==================== block 1
**Block 1: placed standard cells**

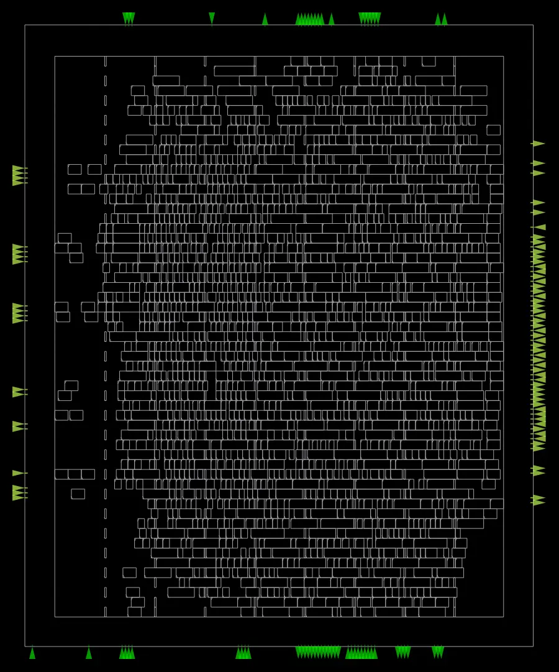

**src/rtl/seq_divider32.sv**
```systemverilog
// Multi-cycle restoring divider (DIV/DIVU) producing one quotient bit per clock.
// Optional signed support is enabled by defining SEQ_DIVIDER32_SIGNED_EN.
module seq_divider32 #(
   parameter int unsigned WIDTH = 32,
   parameter int unsigned CNT_W = 6
) (
   input  logic             clk,
   input  logic             rst,
   input  logic             start,
   input  logic             is_signed,
   input  logic [WIDTH-1:0] dividend,
   input  logic [WIDTH-1:0] divisor,
   output logic             busy,
   output logic             done,
   output logic [WIDTH-1:0] quotient,
   output logic [WIDTH-1:0] remainder,
   output logic             div_by_zero
);

   typedef enum logic [1:0] {StIdle, StBusy, StFinish} state_e;

   state_e           state_q, state_d;
   logic [CNT_W-1:0] cnt_q;
   logic [WIDTH-1:0] rem_q, quo_q, dsr_q, dvd_orig_q;
   logic             dz_q;
   logic             accept, last;
   logic [WIDTH-1:0] dvd_mag, dsr_mag;
   logic [WIDTH:0]   shifted, trial;
   logic [WIDTH-1:0] rem_n, quo_n, q_fin, r_fin;

`ifdef SEQ_DIVIDER32_SIGNED_EN
   logic dvd_neg, dsr_neg, q_neg_q, r_neg_q;

   assign dvd_neg = is_signed & dividend[WIDTH-1];
   assign dsr_neg = is_signed & divisor[WIDTH-1];
   assign dvd_mag = dvd_neg ? -dividend : dividend;
   assign dsr_mag = dsr_neg ? -divisor : divisor;
`else
   logic unused_is_signed;

   assign unused_is_signed = is_signed;
   assign dvd_mag          = dividend;
   assign dsr_mag          = divisor;
`endif

   assign accept = start && (state_q != StBusy);
   assign last   = (cnt_q == CNT_W'(WIDTH - 1));

   always_comb begin
      state_d = state_q;
      busy    = 1'b0;
      done    = 1'b0;
      unique case (state_q)
         StIdle: begin
            if (start) state_d = StBusy;
         end
         StBusy: begin
            busy = 1'b1;
            if (last) state_d = StFinish;
         end
         StFinish: begin
            done    = 1'b1;
            state_d = start ? StBusy : StIdle;
         end
         default: state_d = StIdle;
      endcase
   end

   // Working remainder is shifted together with the quotient register, which starts as the dividend.
   always_comb begin
      shifted = {rem_q, quo_q[WIDTH-1]};
      trial   = shifted - {1'b0, dsr_q};
      if (!trial[WIDTH]) begin
         rem_n = trial[WIDTH-1:0];
         quo_n = {quo_q[WIDTH-2:0], 1'b1};
      end else begin
         rem_n = shifted[WIDTH-1:0];
         quo_n = {quo_q[WIDTH-2:0], 1'b0};
      end
   end

   always_comb begin
      q_fin = quo_n;
      r_fin = rem_n;
`ifdef SEQ_DIVIDER32_SIGNED_EN
      if (q_neg_q) q_fin = -quo_n;
      if (r_neg_q) r_fin = -rem_n;
`endif
      if (dz_q) begin
         q_fin = '1;
         r_fin = dvd_orig_q;
      end
   end

   always_ff @(posedge clk) begin
      if (rst) begin
         state_q     <= StIdle;
         cnt_q       <= '0;
         rem_q       <= '0;
         quo_q       <= '0;
         dsr_q       <= '0;
         dvd_orig_q  <= '0;
         dz_q        <= 1'b0;
         quotient    <= '0;
         remainder   <= '0;
         div_by_zero <= 1'b0;
`ifdef SEQ_DIVIDER32_SIGNED_EN
         q_neg_q     <= 1'b0;
         r_neg_q     <= 1'b0;
`endif
      end else begin
         state_q <= state_d;
         if (accept) begin
            cnt_q      <= '0;
            rem_q      <= '0;
            quo_q      <= dvd_mag;
            dsr_q      <= dsr_mag;
            dvd_orig_q <= dividend;
            dz_q       <= (divisor == '0);
`ifdef SEQ_DIVIDER32_SIGNED_EN
            q_neg_q    <= dvd_neg ^ dsr_neg;
            r_neg_q    <= dvd_neg;
`endif
         end else if (state_q == StBusy) begin
            cnt_q <= cnt_q + CNT_W'(1);
            rem_q <= rem_n;
            quo_q <= quo_n;
            if (last) begin
               quotient    <= q_fin;
               remainder   <= r_fin;
               div_by_zero <= dz_q;
            end
         end
      end
   end

endmodule

```
**config.mk**
```make
export PLATFORM = sky130hd
export DESIGN_NAME = seq_divider32
export DESIGN_NICKNAME = d
export VERILOG_FILES = /design/src/rtl/seq_divider32.sv
export SDC_FILE = /design/constraint.sdc
export NUM_CORES = 1
export LEC_CHECK = 0
export ABC_AREA = 1
export CORE_ASPECT_RATIO = 1.25
export CORE_MARGIN = 8
export CORE_UTILIZATION = 56
export DETAILED_ROUTE_END_ITERATION = 7
export GPL_ROUTABILITY_DRIVEN = 0
export PLACE_DENSITY = 0.92
export SLEW_MARGIN = 10
export SYNTH_ARGS = -nofsm -noshare
export SYNTH_HDL_FRONTEND = slang
export SYNTH_SLANG_ARGS = --single-unit
```
**constraint.sdc**
```tcl
create_clock -name clk -period 3.05 [get_ports clk]
set_clock_uncertainty 0.15 [all_clocks]
set_input_delay 0.61 -clock clk [delete_from_list [all_inputs] [get_ports clk]]
set_output_delay 0.61 -clock clk [all_outputs]
set_load 0.01 [all_outputs]
```
==================== block 2
==> src/rtl/aud_block_out.sv <==
// aud_block_out: double-buffered 16-sample block I2S DAC transmitter.
// Build option AUD_BLOCK_OUT_HOLD_EN: underrun repeats last L/R pair.
module aud_block_out #(
  parameter int N_SAMP = 16,
  parameter int W      = 16,
  parameter int CNT_W  = 8
) (
  input  logic                i_clk,
  input  logic                i_rst_n,
  input  logic                i_enable,
  input  logic                i_lrc,
  input  logic [N_SAMP*W-1:0] i_blk_l,
  input  logic [N_SAMP*W-1:0] i_blk_r,
  input  logic                i_blk_valid,
  output logic                o_blk_ready,
  output logic                o_dacdat,
  output logic                o_playing,
  output logic                o_underrun,
  output logic [CNT_W-1:0]    o_underrun_cnt
);

  localparam int IW = (N_SAMP > 1) ? $clog2(N_SAMP) : 1;
  localparam int BW = $clog2(W);
  localparam logic [IW-1:0] LAST = IW'(N_SAMP - 1);
  localparam logic [BW-1:0] BMAX = BW'(W - 1);

  typedef enum logic [1:0] {IDLE, ARM, SEND, PAD} state_t;
  state_t state;

  logic lrc_d, fall, rise, run;
  logic blk_end, ld, acc, dl;
  logic sh_full, act_valid, r_sent;
  logic [N_SAMP*W-1:0] sh_l, sh_r;
  logic [N_SAMP*W-1:0] act_l, act_r;
  logic [IW-1:0] idx, idx_n;
  logic [BW-1:0] bitcnt;
  logic [W-1:0] sreg, nw;
  logic [W-1:0] und_l, und_r;

`ifdef AUD_BLOCK_OUT_HOLD_EN
  logic [W-1:0] last_l, last_r;
  assign und_l = last_l;
  assign und_r = last_r;
`else
  assign und_l = '0;
  assign und_r = '0;
`endif

  assign fall = lrc_d & ~i_lrc;
  assign rise = ~lrc_d & i_lrc;
  assign run  = (state == SEND) || (state == PAD);

  // no live block counts as a block end, so underrun frames re-check
  assign blk_end = ~act_valid | (r_sent & (idx == LAST));
  assign idx_n   = r_sent ? idx + IW'(1) : idx;

  assign o_blk_ready = ~sh_full;
  assign acc = i_blk_valid & o_blk_ready;
  assign dl  = i_enable & run & fall & blk_end
             & ~sh_full & i_blk_valid;

  always_comb begin
    ld = 1'b0;
    nw = '0;
    if (i_enable && state == ARM && fall) begin
      ld = 1'b1;
      nw = sh_l[W-1:0];
    end else if (i_enable && run && fall) begin
      ld = 1'b1;
      if (!blk_end)
        nw = act_l[int'(idx_n)*W +: W];
      else if (sh_full)
        nw = sh_l[W-1:0];
      else if (i_blk_valid)
        nw = i_blk_l[W-1:0];
      else
        nw = und_l;
    end else if (i_enable && run && rise) begin
      ld = 1'b1;
      nw = act_valid ? act_r[int'(idx)*W +: W] : und_r;
    end
  end

  always_ff @(posedge i_clk) begin
    if (!i_rst_n) begin
      state          <= IDLE;
      lrc_d          <= 1'b0;
      sh_full        <= 1'b0;
      act_valid      <= 1'b0;
      r_sent         <= 1'b0;
      idx            <= '0;
      bitcnt         <= '0;
      sreg           <= '0;
      sh_l           <= '0;
      sh_r           <= '0;
      act_l          <= '0;
      act_r          <= '0;
      o_dacdat       <= 1'b0;
      o_playing      <= 1'b0;
      o_underrun     <= 1'b0;
      o_underrun_cnt <= '0;
`ifdef AUD_BLOCK_OUT_HOLD_EN
      last_l         <= '0;
      last_r         <= '0;
`endif
    end else begin
      lrc_d      <= i_lrc;
      o_underrun <= 1'b0;

      if (acc && !dl) begin
        sh_l    <= i_blk_l;
        sh_r    <= i_blk_r;
        sh_full <= 1'b1;
      end

      // new word: MSB goes out the cycle after the edge
      if (ld) begin
        o_dacdat <= nw[W-1];
        sreg     <= {nw[W-2:0], 1'b0};
        bitcnt   <= BMAX;
        state    <= SEND;
      end

`ifdef AUD_BLOCK_OUT_HOLD_EN
      if (ld && fall) last_l <= nw;
      if (ld && rise) last_r <= nw;
`endif

      if (!i_enable) begin
        state     <= IDLE;
        o_dacdat  <= 1'b0;
        o_playing <= 1'b0;
        act_valid <= 1'b0;
        act_l     <= '0;
        act_r     <= '0;
        r_sent    <= 1'b0;
        idx       <= '0;
        bitcnt    <= '0;
      end else begin
        unique case (state)
          IDLE: begin
            o_dacdat <= 1'b0;
            if (sh_full) state <= ARM;
          end
          ARM: begin
            if (fall) begin
              act_l     <= sh_l;
              act_r     <= sh_r;
              sh_full   <= 1'b0;
              act_valid <= 1'b1;
              idx       <= '0;
              r_sent    <= 1'b0;
              o_playing <= 1'b1;
            end else begin
              o_dacdat <= 1'b0;
            end
          end
          SEND, PAD: begin
            if (fall) begin
              r_sent <= 1'b0;
              if (!blk_end) begin
                idx <= idx_n;
              end else begin
                idx <= '0;
                if (sh_full) begin
                  act_l     <= sh_l;
                  act_r     <= sh_r;
                  sh_full   <= 1'b0;
                  act_valid <= 1'b1;
                end else if (i_blk_valid) begin
                  act_l     <= i_blk_l;
                  act_r     <= i_blk_r;
                  act_valid <= 1'b1;
                end else begin
                  act_valid  <= 1'b0;
                  o_underrun <= 1'b1;
                  if (o_underrun_cnt != '1)
                    o_underrun_cnt <= o_underrun_cnt + CNT_W'(1);
                end
              end
            end else if (rise) begin
              r_sent <= 1'b1;
            end else if (state == SEND) begin
              if (bitcnt == '0) begin
                o_dacdat <= 1'b0;
                state    <= PAD;
              end else begin
                o_dacdat <= sreg[W-1];
                sreg     <= {sreg[W-2:0], 1'b0};
                bitcnt   <= bitcnt - BW'(1);
              end
            end else begin
              o_dacdat <= 1'b0;
            end
          end
        endcase
      end
    end
  end

endmodule

==> config.mk <==
export PLATFORM = sky130hd
export DESIGN_NAME = aud_block_out
export DESIGN_NICKNAME = d
export VERILOG_FILES = /design/src/rtl/aud_block_out.sv
export SDC_FILE = /design/constraint.sdc
export NUM_CORES = 2
export LEC_CHECK = 0
export CAP_MARGIN = 0
export CORE_ASPECT_RATIO = 0.6
export CORE_MARGIN = 3
export CORE_UTILIZATION = 40
export CTS_CLUSTER_DIAMETER = 60
export CTS_CLUSTER_SIZE = 12
export DETAILED_ROUTE_END_ITERATION = 10
export GPL_ROUTABILITY_DRIVEN = 0
export GPL_TIMING_DRIVEN = 0
export PLACE_DENSITY_LB_ADDON = 0.1
export SLEW_MARGIN = 25
export SYNTH_ARGS = -nofsm -noshare
export SYNTH_HDL_FRONTEND = slang
export SYNTH_SLANG_ARGS = --single-unit
==> constraint.sdc <==
create_clock -name i_clk -period 2.6 [get_ports i_clk]
set_input_delay 0.39 -clock i_clk [delete_from_list [all_inputs] [get_ports i_clk]]
set_output_delay 0.39 -clock i_clk [all_outputs]
set_load 0.01 [all_outputs]
==================== block 3
**src/rtl/inst_fetch_if.sv**
```systemverilog
// rtl/inst_fetch_if.sv - fetch stage handshake bundle: control, instruction memory and decode sides
interface inst_fetch_if #(
    parameter int ADDR_W = 16
);
    logic              i_start;
    logic              i_redirect;
    logic [31:0]       i_redirect_pc;

    logic              o_imem_req;
    logic [ADDR_W-1:0] o_imem_addr;
    logic              i_imem_ready;
    logic              i_imem_rvalid;
    logic [31:0]       i_imem_rdata;

    logic              o_inst_valid;
    logic [31:0]       o_inst;
    logic [31:0]       o_inst_pc;
    logic              i_inst_ready;

    modport master (
        input  i_start, i_redirect, i_redirect_pc,
        output o_imem_req, o_imem_addr,
        input  i_imem_ready, i_imem_rvalid, i_imem_rdata,
        output o_inst_valid, o_inst, o_inst_pc,
        input  i_inst_ready
    );

    modport slave (
        output i_start, i_redirect, i_redirect_pc,
        input  o_imem_req, o_imem_addr,
        output i_imem_ready, i_imem_rvalid, i_imem_rdata,
        input  o_inst_valid, o_inst, o_inst_pc,
        output i_inst_ready
    );
endinterface

```
**src/rtl/inst_fetch.sv**
```systemverilog
// rtl/inst_fetch.sv - instruction fetch stage with credit-limited prefetch FIFO and redirect drain
// Optional IFETCH_BYPASS_EN: a response arriving at an empty FIFO with a ready consumer skips the FIFO.
module inst_fetch #(
    parameter int          DEPTH  = 4,
    parameter int          ADDR_W = 16,
    parameter logic [31:0] RST_PC = 32'd0
) (
    input  logic         i_clk,
    input  logic         i_rst,
    inst_fetch_if.master bus
);
    localparam int PW = $clog2(DEPTH);
    localparam int CW = PW + 1;
    localparam logic [CW:0] CREDIT_MAX = (CW+1)'(DEPTH);

    typedef enum logic [1:0] {
        S_IDLE,
        S_FETCH,
        S_DRAIN
    } state_t;

    state_t         state_q, state_d;
    logic [31:0]    fetch_pc_q, fetch_pc_d;
    logic [31:0]    resp_pc_q, resp_pc_d;
    logic [CW-1:0]  outstanding_q, outstanding_d;
    logic [CW-1:0]  drop_q, drop_d;
    logic [CW-1:0]  count_q, count_d;
    logic [PW-1:0]  wr_ptr_q, wr_ptr_d;
    logic [PW-1:0]  rd_ptr_q, rd_ptr_d;
    logic [31:0]    data_mem_q [DEPTH];
    logic [31:0]    pc_mem_q   [DEPTH];

    logic           redirect_act;
    logic           issue_ok;
    logic           accept;
    logic           resp_cnt;
    logic           bypass;
    logic           push;
    logic           pop;
    logic           fifo_valid;
    logic [CW:0]    credit_used;
    logic [31:0]    idle_pc;

    always_comb begin
        redirect_act = bus.i_redirect && (state_q != S_IDLE);
        credit_used  = {1'b0, outstanding_q} + {1'b0, count_q};
        // Words in flight plus words buffered never exceed DEPTH, so every response has a slot.
        issue_ok     = (state_q == S_FETCH) && !bus.i_redirect && (credit_used < CREDIT_MAX);
        accept       = issue_ok && bus.i_imem_ready;
        resp_cnt     = bus.i_imem_rvalid && (outstanding_q != '0);
        fifo_valid   = (count_q != '0);
`ifdef IFETCH_BYPASS_EN
        bypass       = (state_q == S_FETCH) && !redirect_act && !fifo_valid &&
                       bus.i_imem_rvalid && bus.i_inst_ready;
`else
        bypass       = 1'b0;
`endif
        push         = (state_q == S_FETCH) && bus.i_imem_rvalid && !redirect_act && !bypass;
        pop          = fifo_valid && bus.i_inst_ready && !redirect_act;
        idle_pc      = bus.i_redirect ? bus.i_redirect_pc : fetch_pc_q;
    end

    always_comb begin
        state_d       = state_q;
        fetch_pc_d    = fetch_pc_q;
        resp_pc_d     = resp_pc_q;
        outstanding_d = outstanding_q + CW'(accept) - CW'(resp_cnt);
        drop_d        = drop_q;
        count_d       = count_q + CW'(push) - CW'(pop);
        wr_ptr_d      = push ? wr_ptr_q + 1'b1 : wr_ptr_q;
        rd_ptr_d      = pop  ? rd_ptr_q + 1'b1 : rd_ptr_q;

        if (accept) begin
            fetch_pc_d = fetch_pc_q + 32'd1;
        end
        if (push || bypass) begin
            resp_pc_d = resp_pc_q + 32'd1;
        end
        if ((state_q == S_DRAIN) && resp_cnt && (drop_q != '0)) begin
            drop_d = drop_q - 1'b1;
        end

        unique case (state_q)
            S_IDLE: begin
                fetch_pc_d = idle_pc;
                resp_pc_d  = idle_pc;
                if (bus.i_start) begin
                    state_d = S_FETCH;
                end
            end
            S_FETCH: begin
                state_d = S_FETCH;
            end
            S_DRAIN: begin
                if (drop_d == '0) begin
                    state_d = S_FETCH;
                end
            end
            default: begin
                state_d = S_IDLE;
            end
        endcase

        // Redirect wins: the response (if any) this cycle is already discounted from drop.
        if (redirect_act) begin
            fetch_pc_d = bus.i_redirect_pc;
            resp_pc_d  = bus.i_redirect_pc;
            count_d    = '0;
            wr_ptr_d   = '0;
            rd_ptr_d   = '0;
            drop_d     = outstanding_q - CW'(resp_cnt);
            state_d    = (outstanding_d != '0) ? S_DRAIN : S_FETCH;
        end
    end

    always_ff @(posedge i_clk or posedge i_rst) begin
        if (i_rst) begin
            state_q       <= S_IDLE;
            fetch_pc_q    <= RST_PC;
            resp_pc_q     <= RST_PC;
            outstanding_q <= '0;
            drop_q        <= '0;
            count_q       <= '0;
            wr_ptr_q      <= '0;
            rd_ptr_q      <= '0;
        end else begin
            state_q       <= state_d;
            fetch_pc_q    <= fetch_pc_d;
            resp_pc_q     <= resp_pc_d;
            outstanding_q <= outstanding_d;
            drop_q        <= drop_d;
            count_q       <= count_d;
            wr_ptr_q      <= wr_ptr_d;
            rd_ptr_q      <= rd_ptr_d;
        end
    end

    always_ff @(posedge i_clk) begin
        if (push) begin
            data_mem_q[wr_ptr_q] <= bus.i_imem_rdata;
            pc_mem_q[wr_ptr_q]   <= resp_pc_q;
        end
    end

    always_comb begin
        bus.o_imem_req   = issue_ok;
        bus.o_imem_addr  = fetch_pc_q[ADDR_W-1:0];
        bus.o_inst_valid = fifo_valid;
        bus.o_inst       = fifo_valid ? data_mem_q[rd_ptr_q] : 32'h0;
        bus.o_inst_pc    = fifo_valid ? pc_mem_q[rd_ptr_q]   : 32'h0;
`ifdef IFETCH_BYPASS_EN
        if (bypass) begin
            bus.o_inst_valid = 1'b1;
            bus.o_inst       = bus.i_imem_rdata;
            bus.o_inst_pc    = resp_pc_q;
        end
`endif
    end
endmodule
```
**src/flat_wrapper.sv**
```systemverilog
// flat-port wrapper written by rule: the top's interface ports become plain ports
module inst_fetch_flat 
#(
    parameter int          DEPTH  = 4,
    parameter int          ADDR_W = 16,
    parameter logic [31:0] RST_PC = 32'd0
)
  (i_clk, i_rst, bus_i_start, bus_i_redirect, bus_i_redirect_pc, bus_o_imem_req, bus_o_imem_addr, bus_i_imem_ready, bus_i_imem_rvalid, bus_i_imem_rdata, bus_o_inst_valid, bus_o_inst, bus_o_inst_pc, bus_i_inst_ready);
  inst_fetch_if #(.ADDR_W(ADDR_W)) bus_i ();
  input  logic i_clk;
  input  logic i_rst;
  input wire logic [$bits(bus_i.i_start)-1:0] bus_i_start;
  input wire logic [$bits(bus_i.i_redirect)-1:0] bus_i_redirect;
  input wire logic [$bits(bus_i.i_redirect_pc)-1:0] bus_i_redirect_pc;
  output wire logic [$bits(bus_i.o_imem_req)-1:0] bus_o_imem_req;
  output wire logic [$bits(bus_i.o_imem_addr)-1:0] bus_o_imem_addr;
  input wire logic [$bits(bus_i.i_imem_ready)-1:0] bus_i_imem_ready;
  input wire logic [$bits(bus_i.i_imem_rvalid)-1:0] bus_i_imem_rvalid;
  input wire logic [$bits(bus_i.i_imem_rdata)-1:0] bus_i_imem_rdata;
  output wire logic [$bits(bus_i.o_inst_valid)-1:0] bus_o_inst_valid;
  output wire logic [$bits(bus_i.o_inst)-1:0] bus_o_inst;
  output wire logic [$bits(bus_i.o_inst_pc)-1:0] bus_o_inst_pc;
  input wire logic [$bits(bus_i.i_inst_ready)-1:0] bus_i_inst_ready;
  assign bus_i.i_start = bus_i_start;
  assign bus_i.i_redirect = bus_i_redirect;
  assign bus_i.i_redirect_pc = bus_i_redirect_pc;
  assign bus_o_imem_req = bus_i.o_imem_req;
  assign bus_o_imem_addr = bus_i.o_imem_addr;
  assign bus_i.i_imem_ready = bus_i_imem_ready;
  assign bus_i.i_imem_rvalid = bus_i_imem_rvalid;
  assign bus_i.i_imem_rdata = bus_i_imem_rdata;
  assign bus_o_inst_valid = bus_i.o_inst_valid;
  assign bus_o_inst = bus_i.o_inst;
  assign bus_o_inst_pc = bus_i.o_inst_pc;
  assign bus_i.i_inst_ready = bus_i_inst_ready;
  inst_fetch #(.DEPTH(DEPTH), .ADDR_W(ADDR_W), .RST_PC(RST_PC)) u_core (.i_clk(i_clk), .i_rst(i_rst), .bus(bus_i));
endmodule
```
**config.mk**
```make
export PLATFORM = sky130hd
export DESIGN_NAME = inst_fetch_flat
export DESIGN_NICKNAME = d
export VERILOG_FILES = /design/src/rtl/inst_fetch_if.sv /design/src/rtl/inst_fetch.sv /design/src/flat_wrapper.sv
export SDC_FILE = /design/constraint.sdc
export NUM_CORES = 1
export LEC_CHECK = 0
export CORE_MARGIN = 4
export CORE_UTILIZATION = 45
export CTS_CLUSTER_SIZE = 8
export DETAILED_ROUTE_END_ITERATION = 10
export DONT_BUFFER_PORTS = 1
export HOLD_SLACK_MARGIN = 0.03
export SKIP_LAST_GASP = 1
export SLEW_MARGIN = 5
export SYNTH_ARGS = -nofsm -noshare
export SYNTH_HDL_FRONTEND = slang
export SYNTH_SLANG_ARGS = --single-unit
```
**constraint.sdc**
```tcl
create_clock -name i_clk -period 4.13 [get_ports i_clk]
set_input_delay 0.413 -clock i_clk [delete_from_list [all_inputs] [get_ports i_clk]]
set_output_delay 0.413 -clock i_clk [all_outputs]
set_load 0.02 [all_outputs]
```
**Block 1: I/O nets highlighted**

Drawn at 1.5 px/um.
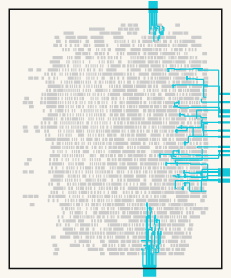
| colour | port | bits | direction | end cells | buffers | wire |
|---|---|---|---|---|---|---|
| cyan | dividend | 32 | input | 32 | 32 | 1150 um |
number of buffers added on ports: 133
Top Ports: 135

About 'placed standard cells' of block 1:
Cell Count, Final, Fillers Out: 1966
FILL cells: 1506
tap cells: 236
Final Util: 0.6771

==> impl_metrics.xml, block 1 <==
<?xml version="1.0" encoding="UTF-8"?>
<metrics>
  <group name="clocking">
    <metric name="clk_pin_slew_worst_paths" unit="ns">0.06</metric>
    <metric name="htreeDepth" unit="">1</metric>
    <metric name="cts.root.buffer_cell" unit="">clkbuf_16</metric>
  </group>
  <group name="finish">
    <metric name="layout_top_cell" unit="">nand2_1</metric>
    <metric name="final-comb-area" unit="um^2">5369</metric>
    <metric name="combAreaFraction" unit="">0.4118</metric>
    <metric name="inverters" unit="">302</metric>
    <metric name="clock_cell_area_share" unit="">0.05038</metric>
    <metric name="signal_buffers" unit="">158</metric>
    <metric name="seqAreaFraction" unit="">0.3102</metric>
    <metric name="layout_top_cells_excl_fill_tap" unit="">418 x nand2_1, 293 x inv_1, 202 x dfxtp_1</metric>
    <metric name="num-clock-buffers" unit="">29</metric>
    <metric name="num-multi-input-gates" unit="">1033</metric>
    <metric name="final_cell_area" unit="um^2">13040</metric>
  </group>
  <group name="detailed_routing">
    <metric name="topRoutingLayerUsed" unit="">met4</metric>
    <metric name="route.met2.wl" unit="um">15150</metric>
    <metric name="final_antenna_net_count" unit="">0</metric>
    <metric name="wl_met3" unit="um">2314</metric>
  </group>
  <group name="yosys">
    <metric name="syn-num-nets" unit="">1717</metric>
    <metric name="post-synth-top-area-cell" unit="">dfxtp_1</metric>
    <metric name="synth.mux.area_fraction" unit="">0</metric>
    <metric name="synth.cellmix.xorXnorShare" unit="">0.01368</metric>
  </group>
  <group name="final_timing">
    <metric name="pin_slew_with_the_least_headroom_to_its_limit" unit="ns">1.073</metric>
    <metric name="maxClockFrequency" unit="MHz">349.6</metric>
    <metric name="timing.final.ws_setup" unit="ns">0.1896</metric>
    <metric name="fin_setup_tns" unit="ns">0</metric>
    <metric name="max_transition_viols_final" unit="">0</metric>
  </group>
  <group name="worst_setup_path">
    <metric name="crit_path_end" unit="">remainder[10]$_SDFFE_PP0P_</metric>
    <metric name="crit_path_max_incr_delay" unit="ns">0.42</metric>
    <metric name="crit_type" unit="">register to register</metric>
  </group>
  <group name="place">
    <metric name="numPlacedInstances" unit="">1931</metric>
  </group>
  <group name="job">
    <metric name="log.warning_count" unit="">27</metric>
  </group>
  <group name="power_and_ir_drop">
    <metric name="p_per_area" unit="nW/um^2">549.8</metric>
    <metric name="power_switching" unit="mW">2.329</metric>
    <metric name="power.combinational.fraction" unit="">0.263</metric>
    <metric name="seq_power" unit="mW">2.83</metric>
  </group>
  <group name="floorplan">
    <metric name="initCoreUtil" unit="">0.5653</metric>
    <metric name="floorplan.die_area" unit="um^2">24180</metric>
  </group>
  <group name="outcome">
    <metric name="run_status" unit="">finished clean</metric>
  </group>
</metrics>
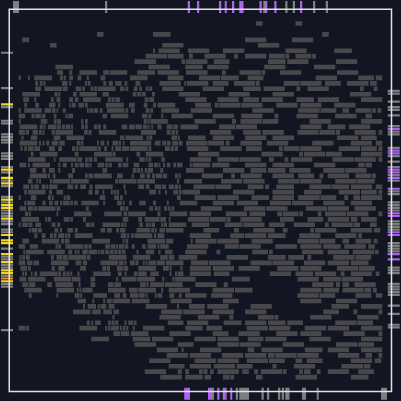
**Above:** block 3 (I/O pins on the die edge).
Drawn at 2 px/um. Pins as bars across the die edge, other pins in grey.
| colour | port | pins | direction | edge |
|---|---|---|---|---|
| orange | bus_i_redirect | 1 | input | west |
| yellow | bus_o_imem_addr | 16 | output | west |
| purple | bus_o_inst_pc | 32 | output | 13 east, 11 north, 8 south |
all pins by edge: 54 east, 51 west, 28 south, 20 north

==> impl_metrics.xml, block 3 <==
<?xml version="1.0" encoding="UTF-8"?>
<metrics>
  <group name="clocking">
    <metric name="cts.root.buffer_cell" unit="">clkbuf_16</metric>
  </group>
  <group name="floorplan">
    <metric name="die_w" unit="um">190.4</metric>
  </group>
  <group name="yosys">
    <metric name="post_synth_most_frequent_cells" unit="">256 x edfxtp_1, 79 x dfrtp_1, 70 x and2_1</metric>
    <metric name="syn-num-nets" unit="">1123</metric>
    <metric name="post_synth_edffs" unit="">256</metric>
    <metric name="aoi_share" unit="">0.06614</metric>
  </group>
  <group name="power_and_ir_drop">
    <metric name="power.combinational.fraction" unit="">0.271</metric>
    <metric name="clock_power_share" unit="">0.302</metric>
    <metric name="finalPower" unit="mW">11.36</metric>
    <metric name="p_int" unit="mW">7.468</metric>
    <metric name="seq_power" unit="mW">4.85</metric>
  </group>
  <group name="job">
    <metric name="log.warning_count" unit="">31</metric>
  </group>
  <group name="min_path">
    <metric name="worstHoldEndpoint" unit="">u_core.fetch_pc_q[2]$_DFFE_PP0P_</metric>
  </group>
  <group name="place">
    <metric name="dpl-instance-area" unit="um^2">15340</metric>
    <metric name="numPlacedInstances" unit="">1419</metric>
  </group>
  <group name="final_timing">
    <metric name="finalWorstPathRequiredPeriod" unit="ns">3.047</metric>
  </group>
  <group name="outcome">
    <metric name="run_status" unit="">finished clean</metric>
  </group>
  <group name="detailed_routing">
    <metric name="drt_iter0_markers" unit="">598</metric>
    <metric name="wirelength_met1" unit="um">15370</metric>
  </group>
  <group name="global_routing">
    <metric name="global_route.usage.met2" unit="">0.2933</metric>
    <metric name="grt_use_met3" unit="">0.04321</metric>
  </group>
  <group name="finish">
    <metric name="num-clock-buffers" unit="">59</metric>
    <metric name="seqAreaFraction" unit="">0.5636</metric>
    <metric name="layout_top_cells_excl_fill_tap" unit="">256 x edfxtp_1, 77 x dfrtp_1, 70 x and2_1</metric>
  </group>
  <group name="worst_setup_path">
    <metric name="rr_startpoint" unit="">u_core.count_q[1]$_DFF_PP0_</metric>
    <metric name="r2r-end" unit="">u_core.count_q[2]$_DFF_PP0_</metric>
    <metric name="worst_path_dominant_cell_family" unit="">flip-flops</metric>
    <metric name="timing.critical_path.arrival" unit="ns">2.63</metric>
    <metric name="reg2reg_setup_slack" unit="ns">1.19</metric>
  </group>
</metrics>
**Block 2: placed standard cells**

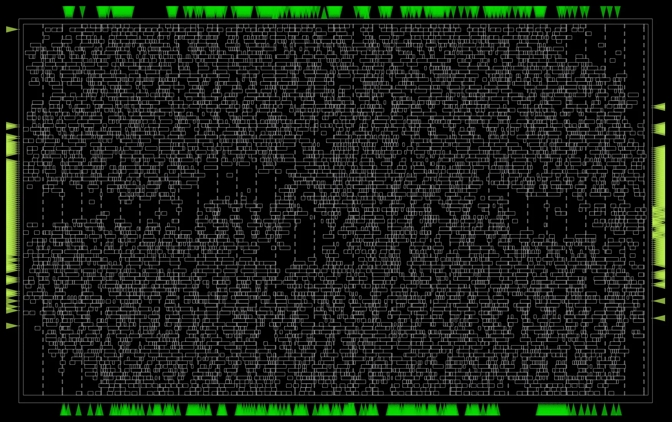
FILL cells: 11410
tap cells: 1584

==> impl_metrics.xml, block 2 <==
<?xml version="1.0" encoding="UTF-8"?>
<metrics>
  <group name="outcome">
    <metric name="run_status" unit="">finished, violations left</metric>
    <metric name="violated_checks" unit="">setup timing</metric>
  </group>
  <group name="finish">
    <metric name="seq_area" unit="um^2">21320</metric>
    <metric name="layout.core_utilization" unit="">0.4972</metric>
    <metric name="final-comb-area" unit="um^2">23920</metric>
  </group>
  <group name="job">
    <metric name="max_cap_violations" unit="">0</metric>
    <metric name="log.warning_count" unit="">29</metric>
  </group>
  <group name="yosys">
    <metric name="post_synth_main_logic_family" unit="">simple AND/OR/NAND/NOR gates</metric>
    <metric name="avgSynthCellArea" unit="um^2">8.201</metric>
    <metric name="yosys-stat-area" unit="um^2">47540</metric>
    <metric name="postSynthSeqShare" unit="">0.4484</metric>
    <metric name="synth.cellmix.xorXnorShare" unit="">0.002948</metric>
    <metric name="synth_cell_type_count" unit="">64</metric>
  </group>
  <group name="worst_setup_path">
    <metric name="startpoint_type" unit="">register</metric>
    <metric name="timing.critical_path.arrival" unit="ns">3.27</metric>
    <metric name="critical_path.n_buffers_inverters" unit="">2</metric>
    <metric name="critical_path.slowest_cell" unit="">dfxtp_4</metric>
    <metric name="endpoint_kind" unit="">register</metric>
  </group>
  <group name="final_timing">
    <metric name="timing.final.ws_setup" unit="ns">-0.08667</metric>
    <metric name="final_min_period_over_clock_period" unit="">1.033</metric>
    <metric name="finalSetupViolations" unit="">3</metric>
  </group>
  <group name="power_and_ir_drop">
    <metric name="irDropWorstVdd" unit="uV">453.5</metric>
  </group>
  <group name="global_routing">
    <metric name="pin_count_of_the_biggest_net_entering_global_routing" unit="">13</metric>
  </group>
  <group name="detailed_routing">
    <metric name="average_detailed_routed_wire_length_per_instance" unit="um">25.32</metric>
    <metric name="wirelength_met1" unit="um">95010</metric>
    <metric name="wl_met3" unit="um">26210</metric>
  </group>
  <group name="floorplan">
    <metric name="initCoreUtil" unit="">0.4051</metric>
  </group>
  <group name="place">
    <metric name="io_buffers" unit="">526</metric>
  </group>
  <group name="min_path">
    <metric name="worstHoldEndpoint" unit="">sh_l[95]$_SDFFE_PN0P_</metric>
  </group>
</metrics>

==> layout pictures side by side <==
Wiring by layer.
panel A
Drawn at 1.5 px/um. Only two layers are drawn.
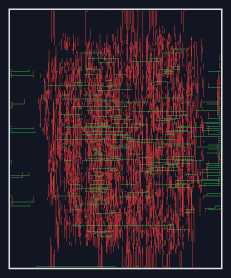
panel B
Drawn at 1 px/um. Only two layers are drawn.
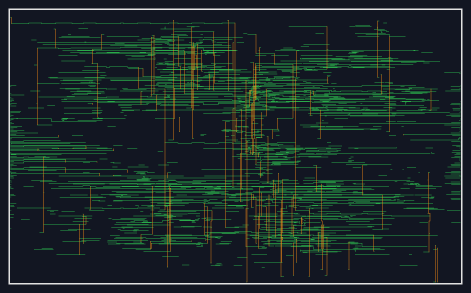
panel C
Drawn at 1.5 px/um. Only two layers are drawn.
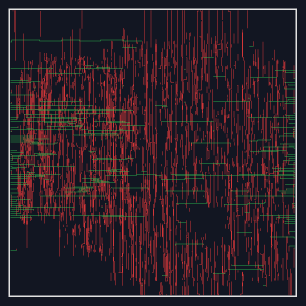
Panel C comes from block 3.
Panel A comes from block 1.
Panel B comes from block 2.
Of these, most wire: panel B
Of these, largest die: panel B



==> screenshots <==
Metal 2.
Plate I
Drawn at 2 px/um.
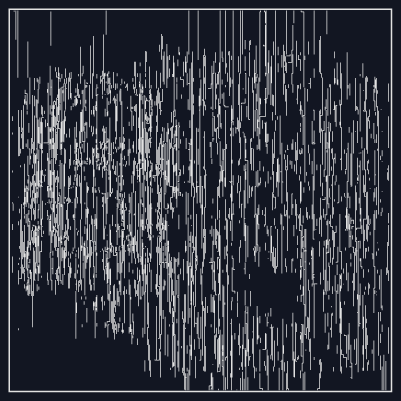
Plate II
Drawn at 1.5 px/um.
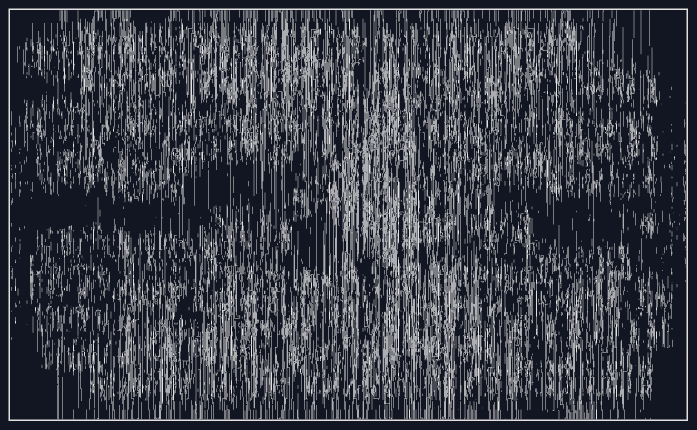
Plate III
Drawn at 3 px/um.
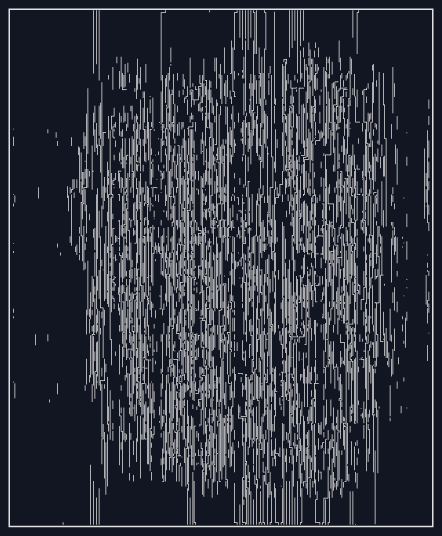
- largest die: Plate II
Plate III comes from block 1.
Plate I comes from block 3.
Plate II comes from block 2.

Key to Plate I:
share of all routed wire: 46%
longest straight run: 67.7 um
main direction: vertical
nets with wire on the layer: 956
wire length on this layer: 15900 um

